==================== voice_scheduler_flat
==> voice_scheduler_flat/zoom.png <==
Region (54, 10) to (79, 35) um. Cells in gray, sequential cells in the stronger gray; small squares are vias.
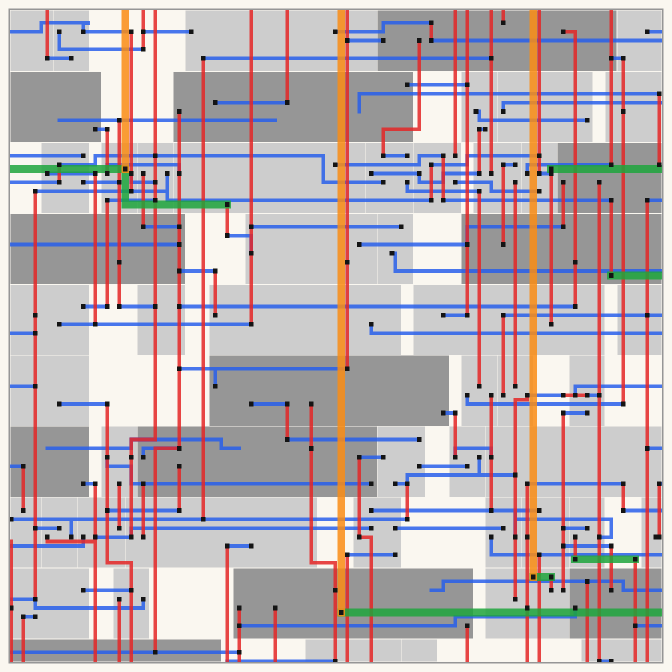

## src/rtl/tt6581_pkg.sv

```systemverilog
// tt6581_pkg: shared constants and types for the voice scheduler
package tt6581_pkg;
  localparam int NUM_VOICES_C = 3;
  localparam int WDT_CYCLES_C = 8;
  typedef enum logic [1:0] {S_IDLE, S_START, S_WAIT, S_DONE} sched_state_e;
  typedef struct packed {
    logic [15:0] freq;
    logic [11:0] pw;
    logic [3:0]  wave_sel;
    logic        sync;
    logic        ring_mod;
  } voice_cfg_t;
endpackage

```

## src/rtl/voice_scheduler_if.sv

```systemverilog
// voice_scheduler_if: command/response bus between the scheduler (master) and the voice generator (slave)
interface voice_scheduler_if;
  logic              start;
  logic [1:0]        act_voice;
  logic [15:0]       freq_word;
  logic [11:0]       pw_word;
  logic [3:0]        wave_sel;
  logic              sync;
  logic              ring_mod;
  logic              ready;
  logic signed [9:0] wave;
  modport master (output start, act_voice, freq_word, pw_word, wave_sel, sync, ring_mod, input ready, wave);
  modport slave (input start, act_voice, freq_word, pw_word, wave_sel, sync, ring_mod, output ready, wave);
endinterface

```

## src/rtl/voice_scheduler.sv

```systemverilog
// voice_scheduler: runs each voice through the shared generator once per sample tick; VOICE_SCHED_MUTE_EN adds mute_i
module voice_scheduler
  import tt6581_pkg::*;
#(
  parameter int NUM_VOICES = NUM_VOICES_C,
  parameter int WDT_CYCLES = WDT_CYCLES_C
) (
  input  logic                         clk_i,
  input  logic                         rst_ni,
  input  logic                         sample_tick_i,
  input  logic [NUM_VOICES-1:0][15:0]  freq_word_i,
  input  logic [NUM_VOICES-1:0][11:0]  pw_word_i,
  input  logic [NUM_VOICES-1:0][3:0]   wave_sel_i,
  input  logic [NUM_VOICES-1:0]        sync_i,
  input  logic [NUM_VOICES-1:0]        ring_mod_i,
`ifdef VOICE_SCHED_MUTE_EN
  input  logic [NUM_VOICES-1:0]        mute_i,
`endif
  input  logic                         status_clr_i,
  voice_scheduler_if.master            gen,
  output logic [NUM_VOICES-1:0][9:0]   voice_wave_o,
  output logic                         sample_valid_o,
  output logic                         busy_o,
  output logic                         overrun_o,
  output logic                         timeout_o
);
  sched_state_e r_state, w_next;
  logic [1:0]   r_act;
  logic [3:0]   r_wdt;
  voice_cfg_t   w_cfg;
  logic         w_wdt_exp, w_step, w_last, w_tick_drop;
  logic [9:0]   w_cap;

  assign w_wdt_exp   = r_wdt == 4'(WDT_CYCLES - 1);
  // a watchdog expiry advances the sequence exactly like a ready, minus the capture
  assign w_step      = r_state == S_WAIT && (gen.ready || w_wdt_exp);
  assign w_last      = r_act == 2'(NUM_VOICES - 1);
  assign w_tick_drop = sample_tick_i && r_state != S_IDLE;
`ifdef VOICE_SCHED_MUTE_EN
  assign w_cap = mute_i[r_act] ? '0 : gen.wave;
`else
  assign w_cap = gen.wave;
`endif

  assign w_cfg = '{freq: freq_word_i[r_act], pw: pw_word_i[r_act], wave_sel: wave_sel_i[r_act],
                   sync: sync_i[r_act], ring_mod: ring_mod_i[r_act]};
  assign gen.act_voice = r_act;
  assign gen.freq_word = w_cfg.freq;
  assign gen.pw_word   = w_cfg.pw;
  assign gen.wave_sel  = w_cfg.wave_sel;
  assign gen.sync      = w_cfg.sync;
  assign gen.ring_mod  = w_cfg.ring_mod;

  always_ff @(posedge clk_i or negedge rst_ni)
    if (!rst_ni) r_state <= S_IDLE;
    else r_state <= w_next;

  always_comb begin
    w_next = r_state;
    case (r_state)
      S_IDLE:  w_next = sample_tick_i ? S_START : S_IDLE;
      S_START: w_next = S_WAIT;
      S_WAIT:  w_next = !w_step ? S_WAIT : w_last ? S_DONE : S_START;
      default: w_next = S_IDLE;
    endcase
  end

  always_comb begin
    gen.start      = r_state == S_START;
    sample_valid_o = r_state == S_DONE;
    busy_o         = r_state != S_IDLE;
  end

  // status flags: a set event in the same cycle as status_clr_i wins
  always_ff @(posedge clk_i or negedge rst_ni)
    if (!rst_ni) begin
      r_act        <= '0;
      r_wdt        <= '0;
      voice_wave_o <= '0;
      overrun_o    <= 1'b0;
      timeout_o    <= 1'b0;
    end else begin
      if (r_state == S_IDLE && sample_tick_i) r_act <= '0;
      else if (w_step && !w_last) r_act <= r_act + 2'd1;
      r_wdt <= r_state == S_START ? '0 : r_state == S_WAIT ? r_wdt + 4'd1 : r_wdt;
      if (r_state == S_WAIT && gen.ready) voice_wave_o[r_act] <= w_cap;
      overrun_o <= w_tick_drop || (overrun_o && !status_clr_i);
      timeout_o <= (w_step && !gen.ready) || (timeout_o && !status_clr_i);
    end
endmodule

```

## src/flat_wrapper.sv

```systemverilog
// flat-port wrapper written by rule: the top's interface ports become plain ports
module voice_scheduler_flat import tt6581_pkg::*;
#(
  parameter int NUM_VOICES = NUM_VOICES_C,
  parameter int WDT_CYCLES = WDT_CYCLES_C
)
  (clk_i, rst_ni, sample_tick_i, freq_word_i, pw_word_i, wave_sel_i, sync_i, ring_mod_i, status_clr_i, voice_wave_o, sample_valid_o, busy_o, overrun_o, timeout_o, gen_start, gen_act_voice, gen_freq_word, gen_pw_word, gen_wave_sel, gen_sync, gen_ring_mod, gen_ready, gen_wave);
  voice_scheduler_if gen_i ();
  input  logic clk_i;
  input  logic rst_ni;
  input  logic sample_tick_i;
  input  logic [NUM_VOICES-1:0][15:0] freq_word_i;
  input  logic [NUM_VOICES-1:0][11:0] pw_word_i;
  input  logic [NUM_VOICES-1:0][3:0] wave_sel_i;
  input  logic [NUM_VOICES-1:0] sync_i;
  input  logic [NUM_VOICES-1:0] ring_mod_i;
  input  logic status_clr_i;
  output logic [NUM_VOICES-1:0][9:0] voice_wave_o;
  output logic sample_valid_o;
  output logic busy_o;
  output logic overrun_o;
  output logic timeout_o;
  output wire logic [$bits(gen_i.start)-1:0] gen_start;
  output wire logic [$bits(gen_i.act_voice)-1:0] gen_act_voice;
  output wire logic [$bits(gen_i.freq_word)-1:0] gen_freq_word;
  output wire logic [$bits(gen_i.pw_word)-1:0] gen_pw_word;
  output wire logic [$bits(gen_i.wave_sel)-1:0] gen_wave_sel;
  output wire logic [$bits(gen_i.sync)-1:0] gen_sync;
  output wire logic [$bits(gen_i.ring_mod)-1:0] gen_ring_mod;
  input wire logic [$bits(gen_i.ready)-1:0] gen_ready;
  input wire logic [$bits(gen_i.wave)-1:0] gen_wave;
  assign gen_start = gen_i.start;
  assign gen_act_voice = gen_i.act_voice;
  assign gen_freq_word = gen_i.freq_word;
  assign gen_pw_word = gen_i.pw_word;
  assign gen_wave_sel = gen_i.wave_sel;
  assign gen_sync = gen_i.sync;
  assign gen_ring_mod = gen_i.ring_mod;
  assign gen_i.ready = gen_ready;
  assign gen_i.wave = gen_wave;
  voice_scheduler #(.NUM_VOICES(NUM_VOICES), .WDT_CYCLES(WDT_CYCLES)) u_core (.clk_i(clk_i), .rst_ni(rst_ni), .sample_tick_i(sample_tick_i), .freq_word_i(freq_word_i), .pw_word_i(pw_word_i), .wave_sel_i(wave_sel_i), .sync_i(sync_i), .ring_mod_i(ring_mod_i), .status_clr_i(status_clr_i), .gen(gen_i), .voice_wave_o(voice_wave_o), .sample_valid_o(sample_valid_o), .busy_o(busy_o), .overrun_o(overrun_o), .timeout_o(timeout_o));
endmodule
```

## config.mk

```make
export PLATFORM = sky130hd
export DESIGN_NAME = voice_scheduler_flat
export DESIGN_NICKNAME = d
export VERILOG_FILES = /design/src/rtl/tt6581_pkg.sv /design/src/rtl/voice_scheduler_if.sv /design/src/rtl/voice_scheduler.sv /design/src/flat_wrapper.sv
export SDC_FILE = /design/constraint.sdc
export NUM_CORES = 1
export LEC_CHECK = 0
export ABC_AREA = 1
export CAP_MARGIN = 20
export CORE_MARGIN = 1.5
export CORE_UTILIZATION = 34
export DETAILED_ROUTE_END_ITERATION = 8
export PLACE_DENSITY = 0.82
export RECOVER_POWER = 50
export SLEW_MARGIN = 10
export SYNTH_ARGS = -nofsm -noshare
export SYNTH_HDL_FRONTEND = slang
export SYNTH_SLANG_ARGS = --single-unit
```

## constraint.sdc

```tcl
create_clock -name clk_i -period 1.5 [get_ports clk_i]
set_input_delay 0.3 -clock clk_i [delete_from_list [all_inputs] [get_ports clk_i]]
set_output_delay 0.3 -clock clk_i [all_outputs]
set_load 0.05 [all_outputs]
```

==================== serial_add_ctrl_flat
**src/rtl/serial_add_ctrl_pkg.sv**
```systemverilog
// ============================================================================
// Module      : serial_add_ctrl_pkg
// Description : Shared state encoding and default width for serial_add_ctrl.
// Revision    : 1.0 - initial release
// ============================================================================
`default_nettype none

package serial_add_ctrl_pkg;

    localparam int c_DEFAULT_WIDTH = 8;

    typedef enum logic [1:0] {
        ST_IDLE  = 2'd0,
        ST_SHIFT = 2'd1,
        ST_DONE  = 2'd2
    } state_t;

endpackage

`default_nettype wire

```
**src/rtl/serial_add_ctrl_if.sv**
```systemverilog
// ============================================================================
// Module      : serial_add_ctrl_if
// Description : Job request / result bundle between requester and adder.
// Revision    : 1.0 - initial release
// ============================================================================
`default_nettype none

interface serial_add_ctrl_if #(
    parameter int WIDTH = serial_add_ctrl_pkg::c_DEFAULT_WIDTH
);
    logic             start;
    logic [WIDTH-1:0] a;
    logic [WIDTH-1:0] b;
    logic             cin;
    logic             busy;
    logic             done;
    logic [WIDTH-1:0] sum;
    logic             cout;

    modport master (
        output start, a, b, cin,
        input  busy, done, sum, cout
    );

    modport slave (
        input  start, a, b, cin,
        output busy, done, sum, cout
    );
endinterface

`default_nettype wire

```
**src/rtl/serial_add_ctrl_full_adder.sv**
```systemverilog
// ============================================================================
// Module      : full_adder
// Description : 1-bit full adder cell used as the serial datapath.
// Revision    : 1.0 - initial release
// ============================================================================
`default_nettype none

module full_adder (
    input  wire logic a,
    input  wire logic b,
    input  wire logic cin,
    output logic      sum,
    output logic      carry
);
    assign sum   = a ^ b ^ cin;
    assign carry = (a & b) | (a & cin) | (b & cin);
endmodule

`default_nettype wire

```
**src/rtl/serial_add_ctrl.sv**
```systemverilog
// ============================================================================
// Module      : serial_add_ctrl
// Description : Bit-serial WIDTH-bit adder, LSB first, one bit per clock.
// Revision    : 1.0 - initial release
// ============================================================================
`default_nettype none

module serial_add_ctrl
    import serial_add_ctrl_pkg::*;
#(
    parameter int WIDTH = c_DEFAULT_WIDTH
) (
    input  wire logic        clk,
    input  wire logic        rst,
    serial_add_ctrl_if.slave bus
);
    localparam int              c_CW   = $clog2(WIDTH + 1);
    localparam logic [c_CW-1:0] c_LAST = c_CW'(WIDTH - 1);

    state_t           r_state;
    state_t           w_state_next;
    logic [WIDTH-1:0] r_a_sh;
    logic [WIDTH-1:0] r_b_sh;
    logic [WIDTH-1:0] r_r_sh;
    logic [WIDTH-1:0] w_r_next;
    logic [WIDTH-1:0] r_sum;
    logic             r_c;
    logic             r_cout;
    logic [c_CW-1:0]  r_count;
    logic             w_fa_sum;
    logic             w_fa_carry;
    logic             w_load;
    logic             w_last;

    full_adder u_fa (
        .a     (r_a_sh[0]),
        .b     (r_b_sh[0]),
        .cin   (r_c),
        .sum   (w_fa_sum),
        .carry (w_fa_carry)
    );

    // Result register fills from the MSB so the last sum bit lands in place.
    generate
        if (WIDTH == 1) begin : g_single
            assign w_r_next = w_fa_sum;
        end else begin : g_multi
            assign w_r_next = {w_fa_sum, r_r_sh[WIDTH-1:1]};
        end
    endgenerate

    assign w_load = bus.start && ((r_state == ST_IDLE) || (r_state == ST_DONE));
    assign w_last = (r_state == ST_SHIFT) && (r_count == c_LAST);

    always_ff @(posedge clk or posedge rst) begin
        if (rst) begin
            r_state <= ST_IDLE;
        end else begin
            r_state <= w_state_next;
        end
    end

    always_comb begin
        w_state_next = r_state;
        case (r_state)
            ST_IDLE:  if (bus.start) w_state_next = ST_SHIFT;
            ST_SHIFT: if (r_count == c_LAST) w_state_next = ST_DONE;
            ST_DONE:  w_state_next = bus.start ? ST_SHIFT : ST_IDLE;
            default:  w_state_next = ST_IDLE;
        endcase
    end

    always_ff @(posedge clk or posedge rst) begin
        if (rst) begin
            r_a_sh  <= '0;
            r_b_sh  <= '0;
            r_r_sh  <= '0;
            r_c     <= 1'b0;
            r_count <= '0;
            r_sum   <= '0;
            r_cout  <= 1'b0;
        end else if (w_load) begin
            r_a_sh  <= bus.a;
            r_b_sh  <= bus.b;
            r_c     <= bus.cin;
            r_count <= '0;
        end else if (r_state == ST_SHIFT) begin
            r_a_sh  <= r_a_sh >> 1;
            r_b_sh  <= r_b_sh >> 1;
            r_r_sh  <= w_r_next;
            r_c     <= w_fa_carry;
            r_count <= r_count + 1'b1;
            if (w_last) begin
                r_sum  <= w_r_next;
                r_cout <= w_fa_carry;
            end
        end
    end

    assign bus.busy = (r_state == ST_SHIFT);
    assign bus.done = (r_state == ST_DONE);
    assign bus.sum  = r_sum;
    assign bus.cout = r_cout;

endmodule

`default_nettype wire
```
**src/flat_wrapper.sv**
```systemverilog
// flat-port wrapper written by rule: the top's interface ports become plain ports
module serial_add_ctrl_flat import serial_add_ctrl_pkg::*;
#(
    parameter int WIDTH = c_DEFAULT_WIDTH
)
  (clk, rst, bus_start, bus_a, bus_b, bus_cin, bus_busy, bus_done, bus_sum, bus_cout);
  serial_add_ctrl_if #(.WIDTH(WIDTH)) bus_i ();
  input  wire logic clk;
  input  wire logic rst;
  input wire logic [$bits(bus_i.start)-1:0] bus_start;
  input wire logic [$bits(bus_i.a)-1:0] bus_a;
  input wire logic [$bits(bus_i.b)-1:0] bus_b;
  input wire logic [$bits(bus_i.cin)-1:0] bus_cin;
  output wire logic [$bits(bus_i.busy)-1:0] bus_busy;
  output wire logic [$bits(bus_i.done)-1:0] bus_done;
  output wire logic [$bits(bus_i.sum)-1:0] bus_sum;
  output wire logic [$bits(bus_i.cout)-1:0] bus_cout;
  assign bus_i.start = bus_start;
  assign bus_i.a = bus_a;
  assign bus_i.b = bus_b;
  assign bus_i.cin = bus_cin;
  assign bus_busy = bus_i.busy;
  assign bus_done = bus_i.done;
  assign bus_sum = bus_i.sum;
  assign bus_cout = bus_i.cout;
  serial_add_ctrl #(.WIDTH(WIDTH)) u_core (.clk(clk), .rst(rst), .bus(bus_i));
endmodule
```
**config.mk**
```make
export PLATFORM = sky130hd
export DESIGN_NAME = serial_add_ctrl_flat
export DESIGN_NICKNAME = d
export VERILOG_FILES = /design/src/rtl/serial_add_ctrl_pkg.sv /design/src/rtl/serial_add_ctrl_if.sv /design/src/rtl/serial_add_ctrl_full_adder.sv /design/src/rtl/serial_add_ctrl.sv /design/src/flat_wrapper.sv
export SDC_FILE = /design/constraint.sdc
export NUM_CORES = 1
export LEC_CHECK = 0
export ABC_CLOCK_PERIOD_IN_PS = 2600
export CORE_ASPECT_RATIO = 0.7
export CORE_MARGIN = 3
export CORE_UTILIZATION = 35
export CTS_CLUSTER_SIZE = 16
export DETAILED_ROUTE_END_ITERATION = 8
export PLACE_DENSITY = 0.58
export SLEW_MARGIN = 15
export SYNTH_ARGS = -nofsm -noshare
export SYNTH_HDL_FRONTEND = slang
export SYNTH_SLANG_ARGS = --single-unit
export TNS_END_PERCENT = 5
```
**constraint.sdc**
```tcl
create_clock -name clk -period 2.6 [get_ports clk]
set_clock_uncertainty 0.1 [all_clocks]
set_input_delay 0.39 -clock clk [delete_from_list [all_inputs] [get_ports clk]]
set_output_delay 0.39 -clock clk [all_outputs]
set_load 0.02 [all_outputs]
```
==> serial_add_ctrl_flat/metal_stack.png <==
Only two layers are drawn.
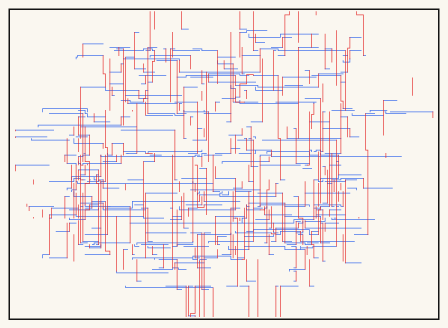
layer	color	wire length
met2	red	1490 um
met1	blue	1540 um

==> metrics.cfg, serial_add_ctrl_flat <==
[outcome]
outcome=completed

[place]
dpl_worst_slack_ns=0.742
port_buffers=30

[power_and_ir_drop]
power_internal_mw=1.73
share_of_total_power_in_the_clock_network_pct=19.8
seq_power_mw=1.06

[yosys]
synth_cell_type_count=21
topCombFamilyByArea=multiplexers
most_common_cell=dfrtp_1

[grt]
global_route_wire_length_before_repair_mm=5.60

[finish]
layout.cells.most_common=dfrtp_1

[final_timing]
post_route_setup_tns_ns=0
slew_viol_final=0
finalHoldViolCount=0

[setup_path]
worst_ep_required_time_ns=2.11
buf_inv_stages_crit_path=3
path_depth_of_the_worst_reg2reg_path=4
cp_max_fo=10
kind_of_capture_point_of_the_worst_setup_path=output port

[clock_network]
ctsLongestPathBuffers=2

==> serial_add_ctrl_flat: worst max path at each step <==
stage	slack, ns	cells past startpoint	to	from
4_1_cts	0.45	4	bus_busy	u_core.r_state[1]
2_1_floorplan	1.04	4	u_core.bus.cout	u_core.r_state[1]
3_5_place_dp	0.74	5	u_core.r_count[2]	bus_start
3_3_place_gp	0.78	4	bus_busy	u_core.r_state[1]
5_1_grt	0.38	4	bus_busy	u_core.r_state[1]
6_report	0.47	4	bus_busy	u_core.r_state[1]
==> serial_add_ctrl_flat: metal layers <==
layer	GRT usage, %	vias up	share of wire, %
li1	-	536	-
met1	17.9	576	48
met2	19.5	21	47
met3	4.58	4	4.0
met4	4.98	0	0.94
met5	0	-	0
==> serial_add_ctrl_flat: final cells by class <==
class | instances | area, um2
Inverter | 2 | 7.51
Fill cell | 404 | 2310
Timing Repair Buffer | 35 | 338
Tap cell | 55 | 68.8
Sequential cell | 39 | 976
Multi-Input combinational cell | 85 | 614
Clock buffer | 6 | 82.6
Clock inverter | 2 | 35.0
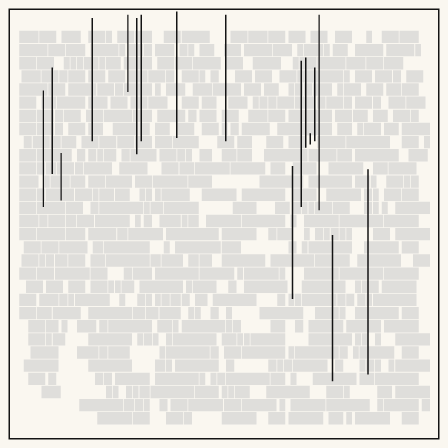
(voice_scheduler_flat/met4.png)
Cells faint in the background.
nets with wire on the layer	17
wire length on this layer	406 um
post-detailed-routing wire length: 11.3 mm
Vias: 3250

Notes on voice_scheduler_flat/zoom.png above:
layer	color
met3	green
met1	blue
met2	red
met4	orange
sequential cells in the window	7
most frequent	nand2_1 (13), o21ai_1 (9), dfrtp_1 (7)
cells with their middle in the window	44
netlist names of flops here include	u_core.voice_wave_o (7)

==> metrics.cfg, voice_scheduler_flat <==
[finish]
post_route_cells_drive_above_1_share_pct=38.4
comb_area_share_pct=30.8
flops=40
n_clock_buffer=7
area_delta_synth_final_pct=132
seq_area_share_pct=17.4

[grt]
grt_max_degree=38
track_usage_pct=26.8

[floorplanning]
count_of_standard_cell_rows=30

[final_timing]
slew_headroom_pct=65.5
post_route_setup_tns_ns=-11.26
final.setup.worst_slack_ns=-0.327
setup-violations-final=58
grt_setup_unrepaired=true

[setup_path]
setup.worst_path.start_class=flop
kind_of_capture_point_of_the_worst_setup_path=output port
worst_ep_required_time_ns=1.20
cp_max_fo=13

[yosys]
synth-warning-count=0
synth.cell_area_um2=2490
asyncSetResetFlopFracSynth_pct=100
most_common_cell=o21ai_1

[power_and_ir_drop]
share_of_total_power_in_the_clock_network_pct=7.0

[outcome]
failing_checks=setup timing
outcome=finished, violations left

[place]
port_buffers=187

[clock_network]
cts.repair.resized=56
cts_tree=done

[detailed_routing]
wl_met2_mm=6.21

## voice_scheduler_flat: stage by stage
step,hold WS [ns],total power [mW],instance area (um2)
2_1_floorplan,0.00441,8.46,3040
3_3_place_gp,0.267,12.0,5350
3_5_place_dp,0.275,12.2,5350
4_1_cts,0.494,13.8,5690
5_1_grt,0.518,14.6,5760
6_report,0.500,14.0,5760
## voice_scheduler_flat: power by group through the flow
stage	Sequential, mW	Clock, mW	Combinational, mW
CTS	1.98	0.984	10.9
finish	1.98	0.977	11.1
global route	2.03	1.04	11.5
floorplan	2.96	0	5.50
global placement	1.97	0	10.0
detailed placement	2.01	0	10.2
## voice_scheduler_flat: worst paths after layout
check                                             start                       to  slack (ns)
worst max-delay path            u_core.gen.act_voice[0]                 gen_sync       -0.33
worst min-delay path                             rst_ni  u_core.voice_wave_o[20]        0.50
worst max register to register  u_core.gen.act_voice[0]  u_core.voice_wave_o[24]       -0.10
worst min register to register  u_core.voice_wave_o[28]  u_core.voice_wave_o[28]        0.50
max in group asynchronous                        rst_ni  u_core.voice_wave_o[25]        0.28
min in group clk_i              u_core.voice_wave_o[28]  u_core.voice_wave_o[28]        0.50

## Gallery

Track usage over the die.
Plate I
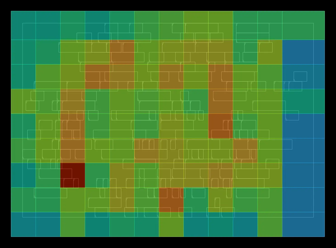
Plate II
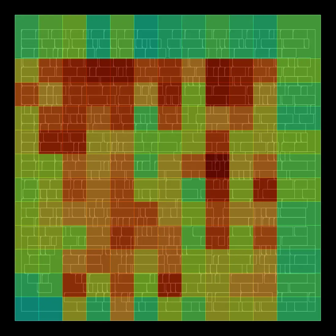
| picture | from |
|---|---|
| Plate I | serial_add_ctrl_flat |
| Plate II | voice_scheduler_flat |
- highest track usage: Plate II
- highest utilization: Plate II


==================== bus_arbiter
==> bus_arbiter/final_congestion.png <==
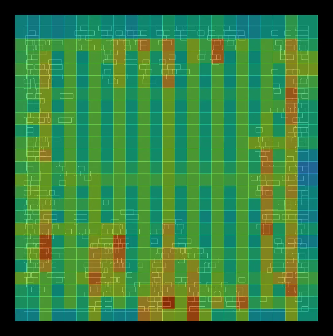

File: src/rtl/bus_arbiter.sv
// Two-core memory bus arbiter: data requests beat instruction requests,
// ties inside a class are broken by a round-robin pointer, and one word is
// moved per grant with a single IDLE bubble between grants.
// Build option: define ARB_FIXED_PRIORITY_EN to make core 0 win every tie
// (the round-robin pointer is then held at 0).

package cpu_types_pkg;
   typedef logic [31:0] word_t;
endpackage

module bus_arbiter
   import cpu_types_pkg::*;
(
   input  logic          CLK,
   input  logic          nRST,
   input  logic [1:0]    iREN,
   input  logic [1:0]    dREN,
   input  logic [1:0]    dWEN,
   input  word_t [1:0]   iaddr,
   input  word_t [1:0]   daddr,
   input  word_t [1:0]   dstore,
   input  logic          mem_ready,
   input  word_t         ramload,
   output logic          ramREN,
   output logic          ramWEN,
   output word_t         ramaddr,
   output word_t         ramstore,
   output logic [1:0]    iwait,
   output logic [1:0]    dwait,
   output word_t [1:0]   iload,
   output word_t [1:0]   dload,
   output logic          gnt_valid,
   output logic          gnt_core
);

   // state  | meaning
   // IDLE   | no grant; arbitrate requests sampled this cycle
   // DGRANT | data access of core 'owner' in progress
   // IGRANT | instruction fetch of core 'owner' in progress
   typedef enum logic [1:0] {IDLE, DGRANT, IGRANT} state_t;

   state_t     state;
   logic       owner;
   logic       rr;
   logic [1:0] dreq;
   logic       owner_live;

   assign dreq = dREN | dWEN;

   // Sole requester wins; with two requesters the pointer decides.
   function automatic logic pick(input logic [1:0] req, input logic ptr);
      if (req == 2'b11) return ptr;
      return req[1];
   endfunction

   // Owner still asserting the request class it was granted for.
   always_comb begin
      owner_live = 1'b0;
      case (state)
         DGRANT:  owner_live = dreq[owner];
         IGRANT:  owner_live = iREN[owner];
         default: owner_live = 1'b0;
      endcase
   end

   // Grant sequencing: arbitrate in IDLE, release on completion or abort.
   always_ff @(posedge CLK or negedge nRST) begin
      if (!nRST) begin
         state <= IDLE;
         owner <= 1'b0;
         rr    <= 1'b0;
      end else begin
         case (state)
            IDLE: begin
               if (|dreq) begin
                  state <= DGRANT;
                  owner <= pick(dreq, rr);
               end else if (|iREN) begin
                  state <= IGRANT;
                  owner <= pick(iREN, rr);
               end
            end
            default: begin
               if (!owner_live) begin
                  // abort: pointer untouched so the same core keeps its turn
                  state <= IDLE;
               end else if (mem_ready) begin
                  state <= IDLE;
`ifdef ARB_FIXED_PRIORITY_EN
                  rr    <= 1'b0;
`else
                  rr    <= ~owner;
`endif
               end
            end
         endcase
      end
   end

   // Downstream strobes and per-core waits follow the owner's live inputs.
   always_comb begin
      ramREN   = 1'b0;
      ramWEN   = 1'b0;
      ramaddr  = '0;
      ramstore = '0;
      iwait    = 2'b11;
      dwait    = 2'b11;
      if (state == DGRANT && owner_live) begin
         ramaddr      = daddr[owner];
         ramstore     = dstore[owner];
         ramWEN       = dWEN[owner];
         ramREN       = ~dWEN[owner];
         dwait[owner] = ~mem_ready;
      end else if (state == IGRANT && owner_live) begin
         ramaddr      = iaddr[owner];
         ramREN       = 1'b1;
         iwait[owner] = ~mem_ready;
      end
   end

   assign gnt_valid = (state != IDLE);
   assign gnt_core  = owner;
   assign iload     = {ramload, ramload};
   assign dload     = {ramload, ramload};

endmodule

File: config.mk
export PLATFORM = sky130hd
export DESIGN_NAME = bus_arbiter
export DESIGN_NICKNAME = d
export VERILOG_FILES = /design/src/rtl/bus_arbiter.sv
export SDC_FILE = /design/constraint.sdc
export NUM_CORES = 1
export LEC_CHECK = 0
export CAP_MARGIN = 20
export CORE_AREA = 5 5 165 167
export DETAILED_ROUTE_END_ITERATION = 10
export DIE_AREA = 0 0 170 172
export PLACE_DENSITY_LB_ADDON = 0.1
export SYNTH_ARGS = -nofsm -noshare
export SYNTH_HDL_FRONTEND = slang
export SYNTH_SLANG_ARGS = --single-unit
File: constraint.sdc
create_clock -name CLK -period 3.2 [get_ports CLK]
set_clock_uncertainty 0.2 [all_clocks]
set_input_delay 0.32 -clock CLK [delete_from_list [all_inputs] [get_ports CLK]]
set_output_delay 0.32 -clock CLK [all_outputs]
set_load 0.05 [all_outputs]
==================== alu_addsub_iter
File: config.mk
export PLATFORM = sky130hd
export DESIGN_NAME = alu_addsub_iter
export DESIGN_NICKNAME = d
export VERILOG_FILES = /design/src/rtl/alu_addsub_iter.sv
export SDC_FILE = /design/constraint.sdc
export NUM_CORES = 1
export LEC_CHECK = 0
export CAP_MARGIN = 15
export CORE_MARGIN = 4
export CORE_UTILIZATION = 45
export CTS_CLUSTER_SIZE = 8
export DETAILED_ROUTE_END_ITERATION = 8
export GPL_TIMING_DRIVEN = 0
export PLACE_DENSITY = 0.67
export SYNTH_ARGS = -nofsm -noshare
export SYNTH_HDL_FRONTEND = slang
export SYNTH_SLANG_ARGS = --single-unit
File: constraint.sdc
create_clock -name clk_in -period 6.17 [get_ports clk_in]
set_clock_uncertainty 0.05 [all_clocks]
set_input_delay 1.234 -clock clk_in [delete_from_list [all_inputs] [get_ports clk_in]]
set_output_delay 1.234 -clock clk_in [all_outputs]
set_load 0.005 [all_outputs]
File: src/rtl/alu_addsub_iter.sv
// ---------------------------------------------------------------------------
// alu_addsub_iter
//   Multi-cycle integer ALU for the RISC32i datapath. Add, subtract and the
//   set-less-than compares ripple through one CHUNK-bit adder slice per cycle
//   (N = WIDTH/CHUNK cycles). Bitwise ops finish in a single cycle.
//
// Ports
//   clk_in         clock, all state on the rising edge
//   rst_n_in       asynchronous active-low reset
//   start_in       request, taken when start_in && ready_out
//   op_in[2:0]     000 ADD, 001 SUB, 010 AND, 011 OR, 100 XOR,
//                  101 SLT, 110 SLTU, 111 reserved (result 0)
//   A_in, B_in     operands, sampled on acceptance
//   ready_out      high only while idle
//   res_valid_out  result valid, held until res_ready_in
//   res_ready_in   consumer takes the result when valid && ready
//   S_out          result
//   C_out          adder carry-out (SUB: 1 = no borrow)
//   err_out        unsigned overflow (ADD carry, SUB borrow)
//   ovf_out        signed overflow for ADD/SUB
//   zero_out       S_out == 0
// ---------------------------------------------------------------------------
module alu_addsub_iter #(
    parameter int WIDTH = 32,
    parameter int CHUNK = 8
) (
    input  logic             clk_in,
    input  logic             rst_n_in,
    input  logic             start_in,
    input  logic [2:0]       op_in,
    input  logic [WIDTH-1:0] A_in,
    input  logic [WIDTH-1:0] B_in,
    output logic             ready_out,
    output logic             res_valid_out,
    input  logic             res_ready_in,
    output logic [WIDTH-1:0] S_out,
    output logic             C_out,
    output logic             err_out,
    output logic             ovf_out,
    output logic             zero_out
);

    localparam int N  = WIDTH / CHUNK;
    localparam int KW = (N > 1) ? $clog2(N) : 1;

    generate
        if ((WIDTH % CHUNK) != 0) begin : g_bad_chunk
            $error("alu_addsub_iter: WIDTH must be a multiple of CHUNK");
        end
    endgenerate

    localparam logic [2:0] OP_ADD  = 3'b000;
    localparam logic [2:0] OP_SUB  = 3'b001;
    localparam logic [2:0] OP_AND  = 3'b010;
    localparam logic [2:0] OP_OR   = 3'b011;
    localparam logic [2:0] OP_XOR  = 3'b100;
    localparam logic [2:0] OP_SLT  = 3'b101;
    localparam logic [2:0] OP_SLTU = 3'b110;

    typedef enum logic [1:0] {IDLE, BUSY, DONE} state_t;

    // One adder slice: {carry_out, sum} of two chunks plus carry-in.
    function automatic logic [CHUNK:0] slice_add(input logic [CHUNK-1:0] a,
                                                 input logic [CHUNK-1:0] b,
                                                 input logic             cin);
        return {1'b0, a} + {1'b0, b} + {{CHUNK{1'b0}}, cin};
    endfunction

    state_t           state;
    logic [WIDTH-1:0] a_q;
    logic [WIDTH-1:0] bx_q;       // B, inverted for subtract-type ops
    logic [WIDTH-1:0] p_q;        // partial sum, never exposed on S_out
    logic             carry_q;
    logic [KW-1:0]    k_q;
    logic [2:0]       op_q;

    logic [WIDTH-1:0] s_q;
    logic             c_q;
    logic             err_q;
    logic             ovf_q;
    logic             valid_q;

    logic [CHUNK-1:0] a_ch;
    logic [CHUNK-1:0] b_ch;
    logic [CHUNK:0]   sum;
    logic [WIDTH-1:0] p_next;
    logic             c_fin;
    logic             ovf_fin;
    logic             last_chunk;
    logic             sub_in;
    logic             arith_q;

    assign sub_in  = (op_in == OP_SUB) || (op_in == OP_SLT) || (op_in == OP_SLTU);
    assign arith_q = (op_q == OP_ADD) || (op_q == OP_SUB) ||
                     (op_q == OP_SLT) || (op_q == OP_SLTU);
    assign last_chunk = (k_q == KW'(N - 1));

    // Select the active chunk with constant indices so the mux stays a
    // plain N-way select rather than a variable shifter.
    always_comb begin
        a_ch   = '0;
        b_ch   = '0;
        for (int i = 0; i < N; i++) begin
            if (k_q == KW'(i)) begin
                a_ch = a_q[i*CHUNK +: CHUNK];
                b_ch = bx_q[i*CHUNK +: CHUNK];
            end
        end
        sum    = slice_add(a_ch, b_ch, carry_q);
        p_next = p_q;
        for (int i = 0; i < N; i++) begin
            if (k_q == KW'(i)) begin
                p_next[i*CHUNK +: CHUNK] = sum[CHUNK-1:0];
            end
        end
        c_fin   = sum[CHUNK];
        // Signed overflow: both addends share a sign the result does not.
        ovf_fin = (a_q[WIDTH-1] == bx_q[WIDTH-1]) && (p_next[WIDTH-1] != a_q[WIDTH-1]);
    end

    always_ff @(posedge clk_in or negedge rst_n_in) begin
        if (!rst_n_in) begin
            state   <= IDLE;
            a_q     <= '0;
            bx_q    <= '0;
            p_q     <= '0;
            carry_q <= 1'b0;
            k_q     <= '0;
            op_q    <= '0;
            s_q     <= '0;
            c_q     <= 1'b0;
            err_q   <= 1'b0;
            ovf_q   <= 1'b0;
            valid_q <= 1'b0;
        end else begin
            case (state)
                IDLE: begin
                    if (start_in) begin
                        a_q     <= A_in;
                        bx_q    <= B_in ^ {WIDTH{sub_in}};
                        carry_q <= sub_in;
                        op_q    <= op_in;
                        k_q     <= '0;
                        state   <= BUSY;
                    end
                end

                BUSY: begin
                    if (arith_q) begin
                        p_q     <= p_next;
                        carry_q <= c_fin;
                        k_q     <= k_q + KW'(1);
                        if (last_chunk) begin
                            valid_q <= 1'b1;
                            state   <= DONE;
                            c_q     <= c_fin;
                            case (op_q)
                                OP_ADD: begin
                                    s_q   <= p_next;
                                    err_q <= c_fin;
                                    ovf_q <= ovf_fin;
                                end
                                OP_SUB: begin
                                    s_q   <= p_next;
                                    err_q <= ~c_fin;
                                    ovf_q <= ovf_fin;
                                end
                                OP_SLT: begin
                                    s_q   <= {{(WIDTH-1){1'b0}}, p_next[WIDTH-1] ^ ovf_fin};
                                    err_q <= 1'b0;
                                    ovf_q <= 1'b0;
                                end
                                default: begin  // SLTU
                                    s_q   <= {{(WIDTH-1){1'b0}}, ~c_fin};
                                    err_q <= 1'b0;
                                    ovf_q <= 1'b0;
                                end
                            endcase
                        end
                    end else begin
                        case (op_q)
                            OP_AND:  s_q <= a_q & bx_q;
                            OP_OR:   s_q <= a_q | bx_q;
                            OP_XOR:  s_q <= a_q ^ bx_q;
                            default: s_q <= '0;
                        endcase
                        c_q     <= 1'b0;
                        err_q   <= 1'b0;
                        ovf_q   <= 1'b0;
                        valid_q <= 1'b1;
                        state   <= DONE;
                    end
                end

                DONE: begin
                    if (res_ready_in) begin
                        valid_q <= 1'b0;
                        state   <= IDLE;
                    end
                end

                default: state <= IDLE;
            endcase
        end
    end

    assign ready_out     = (state == IDLE);
    assign res_valid_out = valid_q;
    assign S_out         = s_q;
    assign C_out         = c_q;
    assign err_out       = err_q;
    assign ovf_out       = ovf_q;
    assign zero_out      = (s_q == '0);

endmodule

==================== dac_tlv5618_sched
`config.mk`:
```
export PLATFORM = sky130hd
export DESIGN_NAME = dac_tlv5618_sched
export DESIGN_NICKNAME = d
export VERILOG_FILES = /design/src/rtl/dac_tlv5618_pkg.sv /design/src/rtl/dac_tlv5618_sched_rr_arb2.sv /design/src/rtl/dac_tlv5618_sched.sv
export SDC_FILE = /design/constraint.sdc
export NUM_CORES = 1
export LEC_CHECK = 0
export CAP_MARGIN = 20
export CORE_MARGIN = 1
export CORE_UTILIZATION = 54
export DETAILED_ROUTE_END_ITERATION = 12
export GPL_TIMING_DRIVEN = 0
export PLACE_DENSITY = 0.95
export SLEW_MARGIN = 30
export SYNTH_ARGS = -nofsm -noshare
export SYNTH_HDL_FRONTEND = slang
export SYNTH_HIERARCHICAL = 1
export SYNTH_SLANG_ARGS = --single-unit
```
`constraint.sdc`:
```
create_clock -name clk -period 2.3 [get_ports clk]
set_input_delay 0.345 -clock clk [delete_from_list [all_inputs] [get_ports clk]]
set_output_delay 0.345 -clock clk [all_outputs]
set_load 0.05 [all_outputs]
```
`src/rtl/dac_tlv5618_pkg.sv`:
```
`default_nettype none
// ============================================================================
//  Module      : dac_tlv5618_pkg
//  Description : Shared definitions for the TLV5618 two-channel update
//                scheduler: register-select codes, sequencer state encoding
//                and the 16-bit command word builder.
//  Revision    : 1.0 - initial release
// ============================================================================
package dac_tlv5618_pkg;

    // R1R0 register-select codes (code 2'b11 is never issued)
    localparam logic [1:0] c_r1r0_b_and_buf = 2'b00;  // write DAC B and buffer
    localparam logic [1:0] c_r1r0_buf       = 2'b01;  // write buffer only
    localparam logic [1:0] c_r1r0_a_upd_b   = 2'b10;  // write DAC A, load DAC B from buffer

    localparam int unsigned c_code_w = 12;

    // Sequencer states; START2/WAIT2 form the second pass of a paired update
    typedef enum logic [2:0] {
        ST_IDLE   = 3'd0,
        ST_GRANT  = 3'd1,
        ST_START1 = 3'd2,
        ST_WAIT1  = 3'd3,
        ST_START2 = 3'd4,
        ST_WAIT2  = 3'd5
    } state_t;

    // Command word layout: D15 = R1, D14 = SPD, D13 = PWR, D12 = R0, D11..0 = code
    function automatic logic [15:0] build_word(
        input logic [1:0]          r1r0,
        input logic                spd,
        input logic                pwr,
        input logic [c_code_w-1:0] code
    );
        return {r1r0[1], spd, pwr, r1r0[0], code};
    endfunction

endpackage : dac_tlv5618_pkg
`default_nettype wire

```
`src/rtl/dac_tlv5618_sched_rr_arb2.sv`:
```
`default_nettype none
// ============================================================================
//  Module      : rr_arb2
//  Description : Two-requester round-robin arbiter. The grant is purely
//                combinational; the last-winner flag only moves when
//                update_en is high and a grant is actually issued.
//                The flag resets to "B", so A wins the first contention.
//  Revision    : 1.0 - initial release
// ============================================================================
module rr_arb2 (
    input  logic clk,
    input  logic rst_n,
    input  logic req_a,
    input  logic req_b,
    input  logic update_en,
    output logic gnt_a,
    output logic gnt_b
);

    logic r_last_a;  // 1 = A was granted most recently, 0 = B

    // Grant A unless B is also requesting and A was served last
    always_comb begin
        gnt_a = req_a & (~req_b | ~r_last_a);
        gnt_b = req_b & ~gnt_a;
    end

    // Remember the most recent winner when the owner commits to a grant
    always_ff @(posedge clk) begin
        if (!rst_n) begin
            r_last_a <= 1'b0;
        end else if (update_en && (gnt_a || gnt_b)) begin
            r_last_a <= gnt_a;
        end
    end

endmodule : rr_arb2
`default_nettype wire

```
`src/rtl/dac_tlv5618_sched.sv`:
```
`default_nettype none
// ============================================================================
//  Module      : dac_tlv5618_sched
//  Description : Two-channel update scheduler for the TLV5618 serial DAC.
//                Arbitrates channel A/B sample requests, builds 16-bit
//                command words and hands them to the dac_tlv5618 serializer.
//                Paired mode writes B into the buffer first, then writes A
//                with a buffer-to-B load so both outputs change together.
//                A watchdog abandons a word whose completion never arrives.
//  Revision    : 1.0 - initial release
// ============================================================================
module dac_tlv5618_sched
    import dac_tlv5618_pkg::*;
#(
    parameter logic        FastMode   = 1'b1,
    parameter int unsigned TimeoutMax = 1023
) (
    input  logic        clk,
    input  logic        rst_n,
    input  logic        sync_en,
    input  logic        pwr_down,
    input  logic        a_valid,
    input  logic [11:0] a_data,
    output logic        a_ready,
    input  logic        b_valid,
    input  logic [11:0] b_data,
    output logic        b_ready,
    output logic        dac_start,
    output logic [15:0] dac_data,
    input  logic        dac_done,
    output logic        busy,
    output logic        err
);

    // Watchdog counter only needs to reach TimeoutMax-1 (the last WAIT cycle)
    localparam int unsigned c_cnt_w = (TimeoutMax > 1) ? $clog2(TimeoutMax) : 1;
    localparam logic [c_cnt_w-1:0] c_cnt_last = c_cnt_w'(TimeoutMax - 1);

    state_t              r_state;
    state_t              w_state_next;

    logic                w_gnt_a;
    logic                w_gnt_b;
    logic                w_arb_update;
    logic                w_timeout;

    logic                r_paired;     // sequence in progress is a paired update
    logic                r_sel_a;      // independent sequence serves channel A
    logic                r_pwr;        // PWR bit captured in GRANT
    logic [11:0]         r_a_code;     // A code captured in GRANT, used by the second word
    logic [15:0]         r_dac_data;
    logic [c_cnt_w-1:0]  r_cnt;
    logic                r_err;

    logic [15:0]         w_first_word;
    logic [15:0]         w_second_word;

    // ------------------------------------------------------------------------
    // Round-robin arbiter; only consulted for independent updates
    // ------------------------------------------------------------------------
    assign w_arb_update = (r_state == ST_IDLE) && !sync_en;

    rr_arb2 u_arb (
        .clk       (clk),
        .rst_n     (rst_n),
        .req_a     (a_valid),
        .req_b     (b_valid),
        .update_en (w_arb_update),
        .gnt_a     (w_gnt_a),
        .gnt_b     (w_gnt_b)
    );

    // ------------------------------------------------------------------------
    // Command word construction
    // ------------------------------------------------------------------------

    // First word is built from the live inputs during GRANT, as the
    // requesters still hold their data until the accept pulse completes
    always_comb begin
        if (r_paired) begin
            w_first_word = build_word(c_r1r0_buf, FastMode, pwr_down, b_data);
        end else if (r_sel_a) begin
            w_first_word = build_word(c_r1r0_a_upd_b, FastMode, pwr_down, a_data);
        end else begin
            w_first_word = build_word(c_r1r0_b_and_buf, FastMode, pwr_down, b_data);
        end
    end

    // Second word of a paired update comes from the codes latched in GRANT
    always_comb begin
        w_second_word = build_word(c_r1r0_a_upd_b, FastMode, r_pwr, r_a_code);
    end

    // ------------------------------------------------------------------------
    // Sequencer FSM
    // ------------------------------------------------------------------------

    // State register
    always_ff @(posedge clk) begin
        if (!rst_n) begin
            r_state <= ST_IDLE;
        end else begin
            r_state <= w_state_next;
        end
    end

    // Next-state decode, accept pulses, serializer start and busy flag
    always_comb begin
        w_state_next = r_state;
        w_timeout    = 1'b0;
        a_ready      = 1'b0;
        b_ready      = 1'b0;
        dac_start    = 1'b0;
        busy         = (r_state != ST_IDLE);

        case (r_state)
            ST_IDLE: begin
                if (sync_en ? (a_valid && b_valid) : (w_gnt_a || w_gnt_b)) begin
                    w_state_next = ST_GRANT;
                end
            end
            ST_GRANT: begin
                a_ready      = r_paired || r_sel_a;
                b_ready      = r_paired || !r_sel_a;
                w_state_next = ST_START1;
            end
            ST_START1: begin
                dac_start    = 1'b1;
                w_state_next = ST_WAIT1;
            end
            ST_WAIT1: begin
                if (dac_done) begin
                    w_state_next = r_paired ? ST_START2 : ST_IDLE;
                end else if (r_cnt == c_cnt_last) begin
                    // Abandon the whole sequence, including any pending A word
                    w_timeout    = 1'b1;
                    w_state_next = ST_IDLE;
                end
            end
            ST_START2: begin
                dac_start    = 1'b1;
                w_state_next = ST_WAIT2;
            end
            ST_WAIT2: begin
                if (dac_done) begin
                    w_state_next = ST_IDLE;
                end else if (r_cnt == c_cnt_last) begin
                    w_timeout    = 1'b1;
                    w_state_next = ST_IDLE;
                end
            end
            default: begin
                w_state_next = ST_IDLE;
            end
        endcase
    end

    // ------------------------------------------------------------------------
    // Datapath registers: mode capture, code latching, output word, watchdog
    // ------------------------------------------------------------------------

    // Capture sequence context and load the output word on START entry only
    always_ff @(posedge clk) begin
        if (!rst_n) begin
            r_paired   <= 1'b0;
            r_sel_a    <= 1'b0;
            r_pwr      <= 1'b0;
            r_a_code   <= '0;
            r_dac_data <= 16'h0000;
        end else begin
            case (r_state)
                ST_IDLE: begin
                    r_paired <= sync_en;
                    r_sel_a  <= w_gnt_a;
                end
                ST_GRANT: begin
                    r_a_code   <= a_data;
                    r_pwr      <= pwr_down;
                    r_dac_data <= w_first_word;
                end
                ST_WAIT1: begin
                    if (w_state_next == ST_START2) begin
                        r_dac_data <= w_second_word;
                    end
                end
                default: begin
                end
            endcase
        end
    end

    // Watchdog: cleared while starting a word so WAIT begins at zero
    always_ff @(posedge clk) begin
        if (!rst_n) begin
            r_cnt <= '0;
        end else if (r_state == ST_START1 || r_state == ST_START2) begin
            r_cnt <= '0;
        end else if (r_state == ST_WAIT1 || r_state == ST_WAIT2) begin
            r_cnt <= r_cnt + 1'b1;
        end
    end

    // Error pulse appears in the first IDLE cycle after an abandoned word
    always_ff @(posedge clk) begin
        if (!rst_n) begin
            r_err <= 1'b0;
        end else begin
            r_err <= w_timeout;
        end
    end

    assign dac_data = r_dac_data;
    assign err      = r_err;

endmodule : dac_tlv5618_sched
`default_nettype wire

```

==> notes/layouts.md <==
Pictures saved along the way, in no particular order.

Metal 4.
Cells faint in the background.
image #1
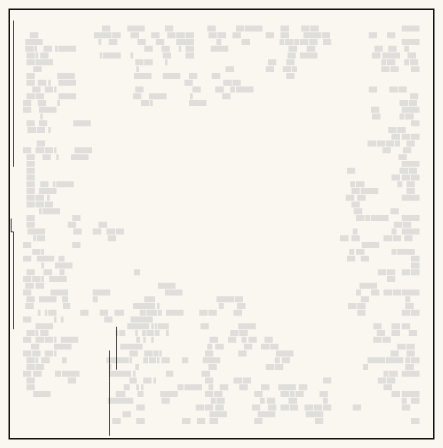
image #2
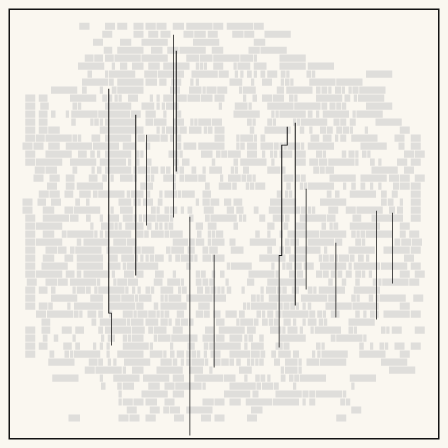
image #3
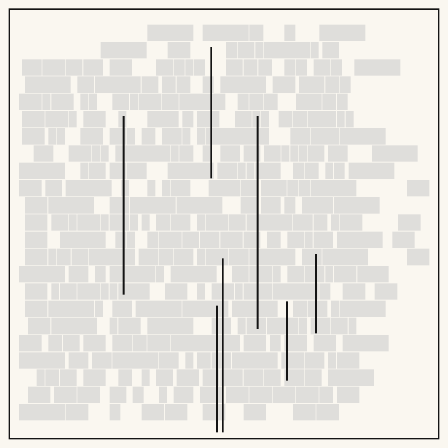
- alu_addsub_iter = image #2
- bus_arbiter = image #1
- dac_tlv5618_sched = image #3

Key to image #2:
nets with wire on the layer	12
share of all routed wire	2.5%
longest straight run	76.2 um

==> dac_tlv5618_sched/metal_stack.png <==
Only two layers are drawn.
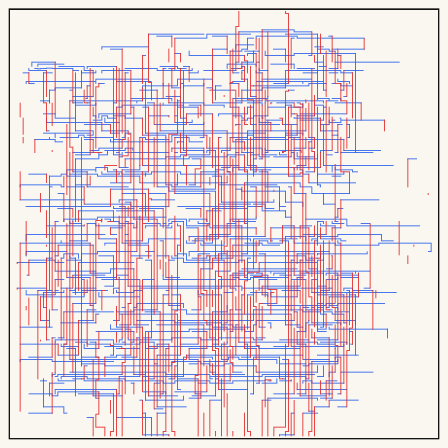
layer	color	wire length
met2	red	3060 um
met1	blue	2920 um
global-route usage over all layers: 29.8%
Vias: 2271

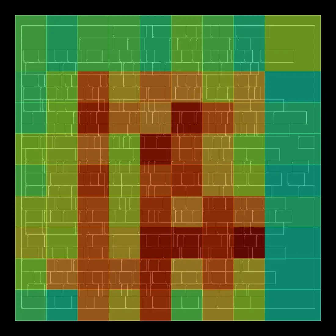
(dac_tlv5618_sched/final_congestion.png)
met2 usage: 48.4%
final core area utilization: 73.3%
met1 layer usage reported by global route: 37.4%
grt met3 use: 6.76%

==> metrics.cfg, dac_tlv5618_sched <==
[floorplanning]
chip_area_um2=4560
core_region_area_um2=4060

[final_timing]
grt_setup_unrepaired=false
fin_crit_ns=2.18

[setup_path]
cp_max_fo=10

[worst_hold_path]
worstHoldPathType=reg -> reg

[finish]
largest_reg_flops=16
nNonClkBuffers=75
layout.cells.most_common=clkdlybuf4s50_1

[clock_network]
ctsLongestPathBuffers=2

[outcome]
outcome=completed

[yosys]
ys_seq_share_pct=39.7
ff_type=dfxtp_1
yosys.stat.chipArea_um2=2320
synth.cell_area_um2=2320

[place]
port_buffers=51

[power_and_ir_drop]
power_per_cell_area_nw_per_um2=671

==> dac_tlv5618_sched: cell usage after synthesis, types with 3 or more instances <==
cell type,number
a211oi_1,13
a21boi_0,3
a21oi_1,8
and3b_1,14
buf_2,5
buf_4,5
buf_6,3
clkbuf_1,11
dfxtp_1,46
inv_1,7
mux2i_1,17
nand2_1,22
nand4_1,4
nor2_1,22
o2111ai_1,12
o21a_1,4
o21ai_0,5
o22ai_1,12
o31ai_1,4
or3_1,4
or4_1,3
==> dac_tlv5618_sched: layer usage <==
| metal | track usage [%] | vias up | wire [um] |
|---|---|---|---|
| met4 | 12.8 | 0 | 153 |
| met2 | 48.4 | 97 | 3060 |
| met5 | 0 | - | 0 |
| li1 | - | 1068 | - |
| met1 | 37.4 | 1091 | 2920 |
| met3 | 6.76 | 15 | 386 |
==> dac_tlv5618_sched: power groups by stage <==
stage	logic, mW	registers (mW)	clock network, mW
after CTS	0.571	0.888	0.518
after detailed placement	0.572	0.905	0
final	0.578	0.891	0.526
after floorplan	0.296	0.983	0
after global routing	0.609	0.895	0.544
after global placement	0.560	0.902	0
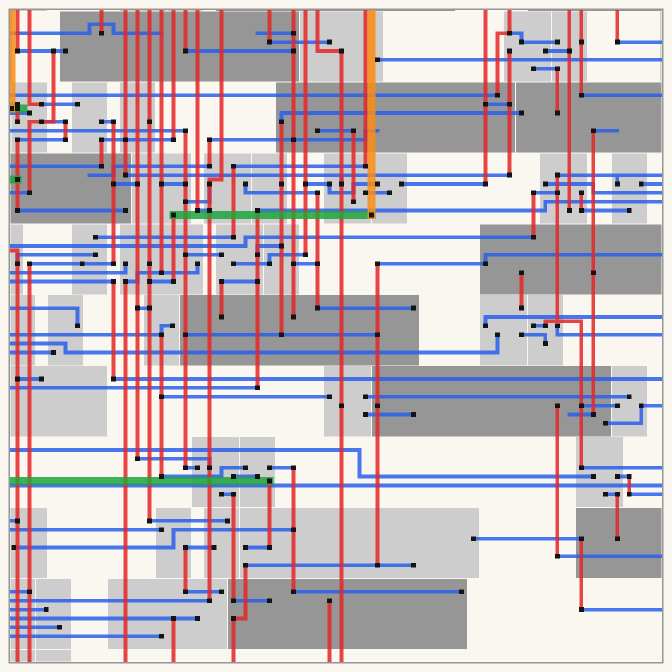
(alu_addsub_iter/zoom.png)
Region (97, 24) to (122, 49) um. Cells in gray, sequential cells in the stronger gray; small squares are vias.
layer	color
met1	blue
met3	green
met4	orange
met2	red
most frequent	dfrtp_1 (8), nand2_1 (8), o21ai_0 (8)
cells with their middle in the window	40
netlist names of flops here include	p_q (5), S_out (2)
sequential cells in the window	8

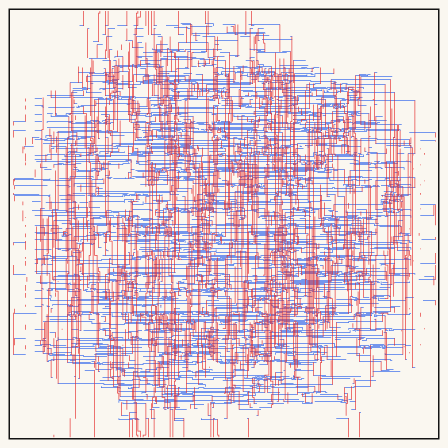
(alu_addsub_iter/metal_stack.png)
Only two layers are drawn.
layer	color	wire length
met2	red	11500 um
met1	blue	12200 um

==> metrics.cfg, alu_addsub_iter <==
[detailed_routing]
final_antenna_net_count=0
drt-pass1-iter-count=6
route.layer.met1.wl_mm=12.2
drt_iter0_markers=673

[yosys]
ff_type=dfrtp_1
synthesis.instances=905
ys_sh_simple_pct=11.1
synth.cellmix.xorXnorShare_pct=4.02
synth.cell_area_um2=8520

[outcome]
outcome=completed

[finish]
diodes=0
flops=139
top_cell_class_by_occupied_area=multi-input combinational cells
area_delta_synth_final_pct=23.5

[grt]
grt_util_met3_pct=5.29
track_usage_pct=24.7

[setup_path]
worst_ep_required_time_ns=6.47
slowest_delay_ns=0.74

[clock_network]
cts_root_buf=clkbuf_16

[final_timing]
tightest_slew_ns=0.924
slew_viol_final=0

[power_and_ir_drop]
powerClk_mw=1.06
power_leakage_nw=4.71
largestPowerGroup=combinational logic
power_internal_mw=3.53

[place]
dpl_worst_slack_ns=1.52
dp_hpwl_mm=20.2

## alu_addsub_iter: state kept, by name (all words and copies together), names as in the netlist
| register | cells |
|---|---|
| S_out | 32 |
| a_q | 32 |
| bx_q | 32 |
| p_q | 31 |
| op_q | 3 |
| k_q | 2 |
| state | 2 |
| C_out | 1 |
| carry_q | 1 |
| err_out | 1 |
| ovf_out | 1 |
| res_valid_out | 1 |
## alu_addsub_iter: stage by stage
step / instance area, um2 / std cells / total power, mW / utilization (%)
2_1_floorplan: 8520 / 905 / 4.26 / -
3_3_place_gp: 9890 / 1247 / 5.64 / 53.1
3_5_place_dp: 9920 / 1248 / 5.70 / 53.2
4_1_cts: 10500 / 1280 / 6.79 / 56.5
5_1_grt: 10500 / 1280 / 7.36 / 56.5
6_report: 10500 / 1280 / 6.87 / 56.5
## alu_addsub_iter: final timing paths
| path | endpoint | slack, ns | cells after the start |
|---|---|---|---|
| setup / recovery | S_out[28] | 1.38 | 16 |
| hold / removal | p_q[14] | 0.43 | 2 |
| setup reg to reg | S_out[28] | 1.38 | 16 |
| hold reg to reg | p_q[14] | 0.43 | 2 |
| max in group asynchronous | S_out[19] | 4.52 | 2 |
| min in group asynchronous | bx_q[0] | 0.73 | 1 |
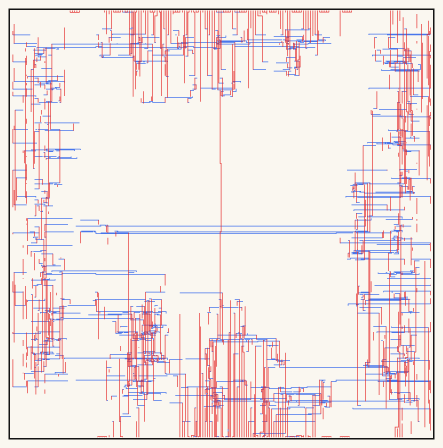
(bus_arbiter/metal_stack.png)
Only two layers are drawn.
layer	color	wire length
met2	red	6710 um
met1	blue	4270 um

## Picture notes: bus_arbiter/final_congestion.png
met1 layer usage reported by global route: 7.71%
global-route usage over all layers: 7.80%
Routed WL per cell: 15.8 um
layer carrying the most global-route usage: met2
final core area utilization: 22.0%

==> metrics.cfg, bus_arbiter <==
[detailed_routing]
routed_wl_mm=13.1

[clock_network]
ctsLongestPathBuffers=2
holdBufCountCts=0
cts_root_buf=clkbuf_16
cts.repair_timing.setup_buffer_count=0

[setup_path]
r2r_setup_slack_ns=1.27
type_of_the_worst_setup_path=in -> out
worst-path-stages=7

[final_timing]
fin_crit_ns=2.79
tightest_slew_ns=0.733
post_route_setup_tns_ns=0
final_worst_path_cycle_share_pct=87.2

[finish]
layout.filler_cells=2787

[power_and_ir_drop]
power_per_cell_area_nw_per_um2=721
seq_power_share_pct=2.7
power_internal_mw=1.99

[outcome]
outcome=completed

[place]
dp_hpwl_mm=11.5
gpl.final_weighted_congestion=0.771
dpl_worst_slack_ns=0.386

-- bus_arbiter: sequential cells by signal, summed over array words and instances, names as in the netlist --
name,count
gnt_core,1
rr,1
state,2
-- bus_arbiter: area by class of cell --
type / instances / area [um2] / share of cell area (%)
Clock buffer: 4 / 78.8 / 1.40
Inverter: 6 / 22.5 / 0.401
Multi-Input combinational cell: 198 / 1550 / 27.6
Sequential cell: 4 / 104 / 1.85
Tap cell: 335 / 419 / 7.45
Timing Repair Buffer: 277 / 3450 / 61.3
-- bus_arbiter: cells in the final DEF, fill, tap and decap left out, drive strengths merged --
cell type	count
a211o	1
a21oi	1
a22oi	2
a32oi	1
buf	75
clkbuf	4
clkdlybuf4s50	202
dfrtp	4
ha	3
inv	6
mux2	2
mux2i	98
nand2	5
nand3	3
nand4	2
nor2	37
nor2b	1
nor3	1
nor3b	1
o21ai	1
o22ai	33
o31ai	1
o32ai	1
or2	2
or3b	2
-- bus_arbiter: metal layers --
layer | vias up | track usage, % | share of wire [%]
met3 | 12 | 3.54 | 15
met2 | 242 | 15.1 | 51
li1 | 1381 | - | -
met5 | - | 0 | 0
met4 | 0 | 1.39 | 1.2
met1 | 1265 | 7.71 | 33


==> gallery <==
PDN straps and rails.
panel A
Scale bar: 50 um. Pins as bars on the die edge. Tap cells in gray.
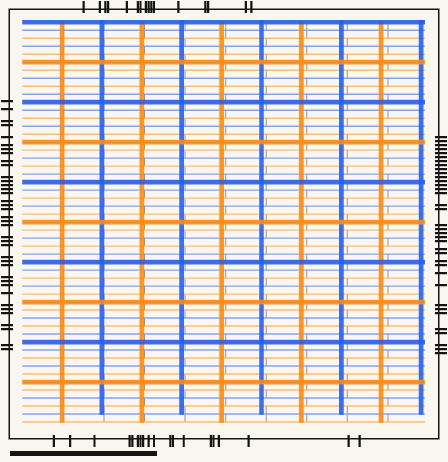
panel B
Scale bar: 50 um. Pins as bars on the die edge. Tap cells in gray.
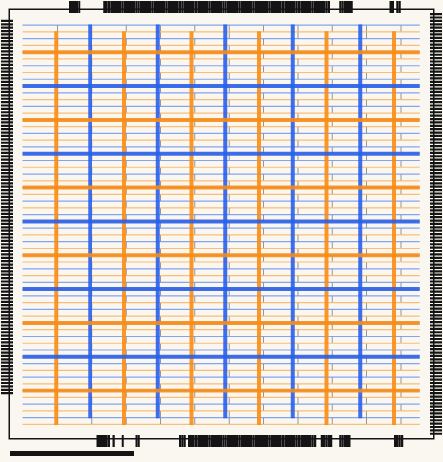
panel C
Scale bar: 20 um. Pins as bars on the die edge. Tap cells in gray.
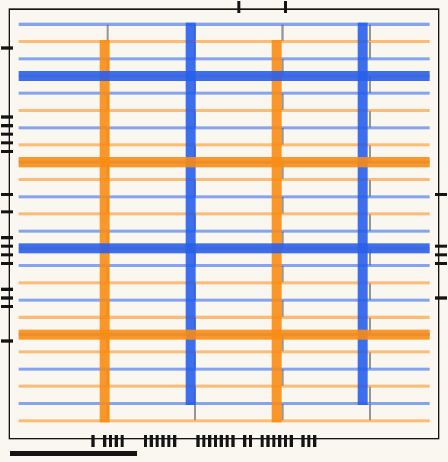
panel D
Scale bar: 20 um. Pins as bars on the die edge. Tap cells in gray.
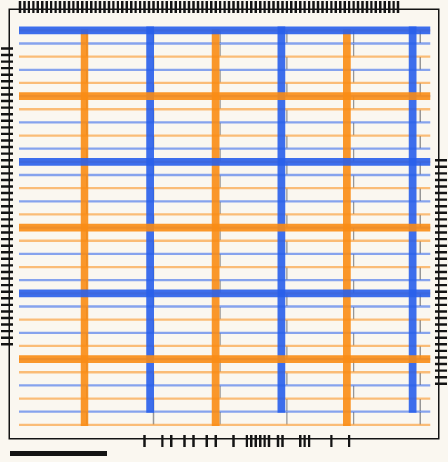
panel E
Scale bar: 20 um. Pins as bars on the die edge. Tap cells in gray.
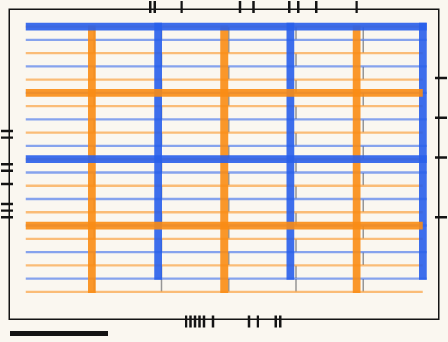
bus_arbiter -> panel B
dac_tlv5618_sched -> panel C
voice_scheduler_flat -> panel D
serial_add_ctrl_flat -> panel E
alu_addsub_iter -> panel A
- fewest pins: panel E
- smallest die: panel C

Key to panel A:
net	color
VDD	blue
VSS	orange
met4 straps	10
met1 rails	51

No activity file was given, so power comes from the tool's default toggle rates.
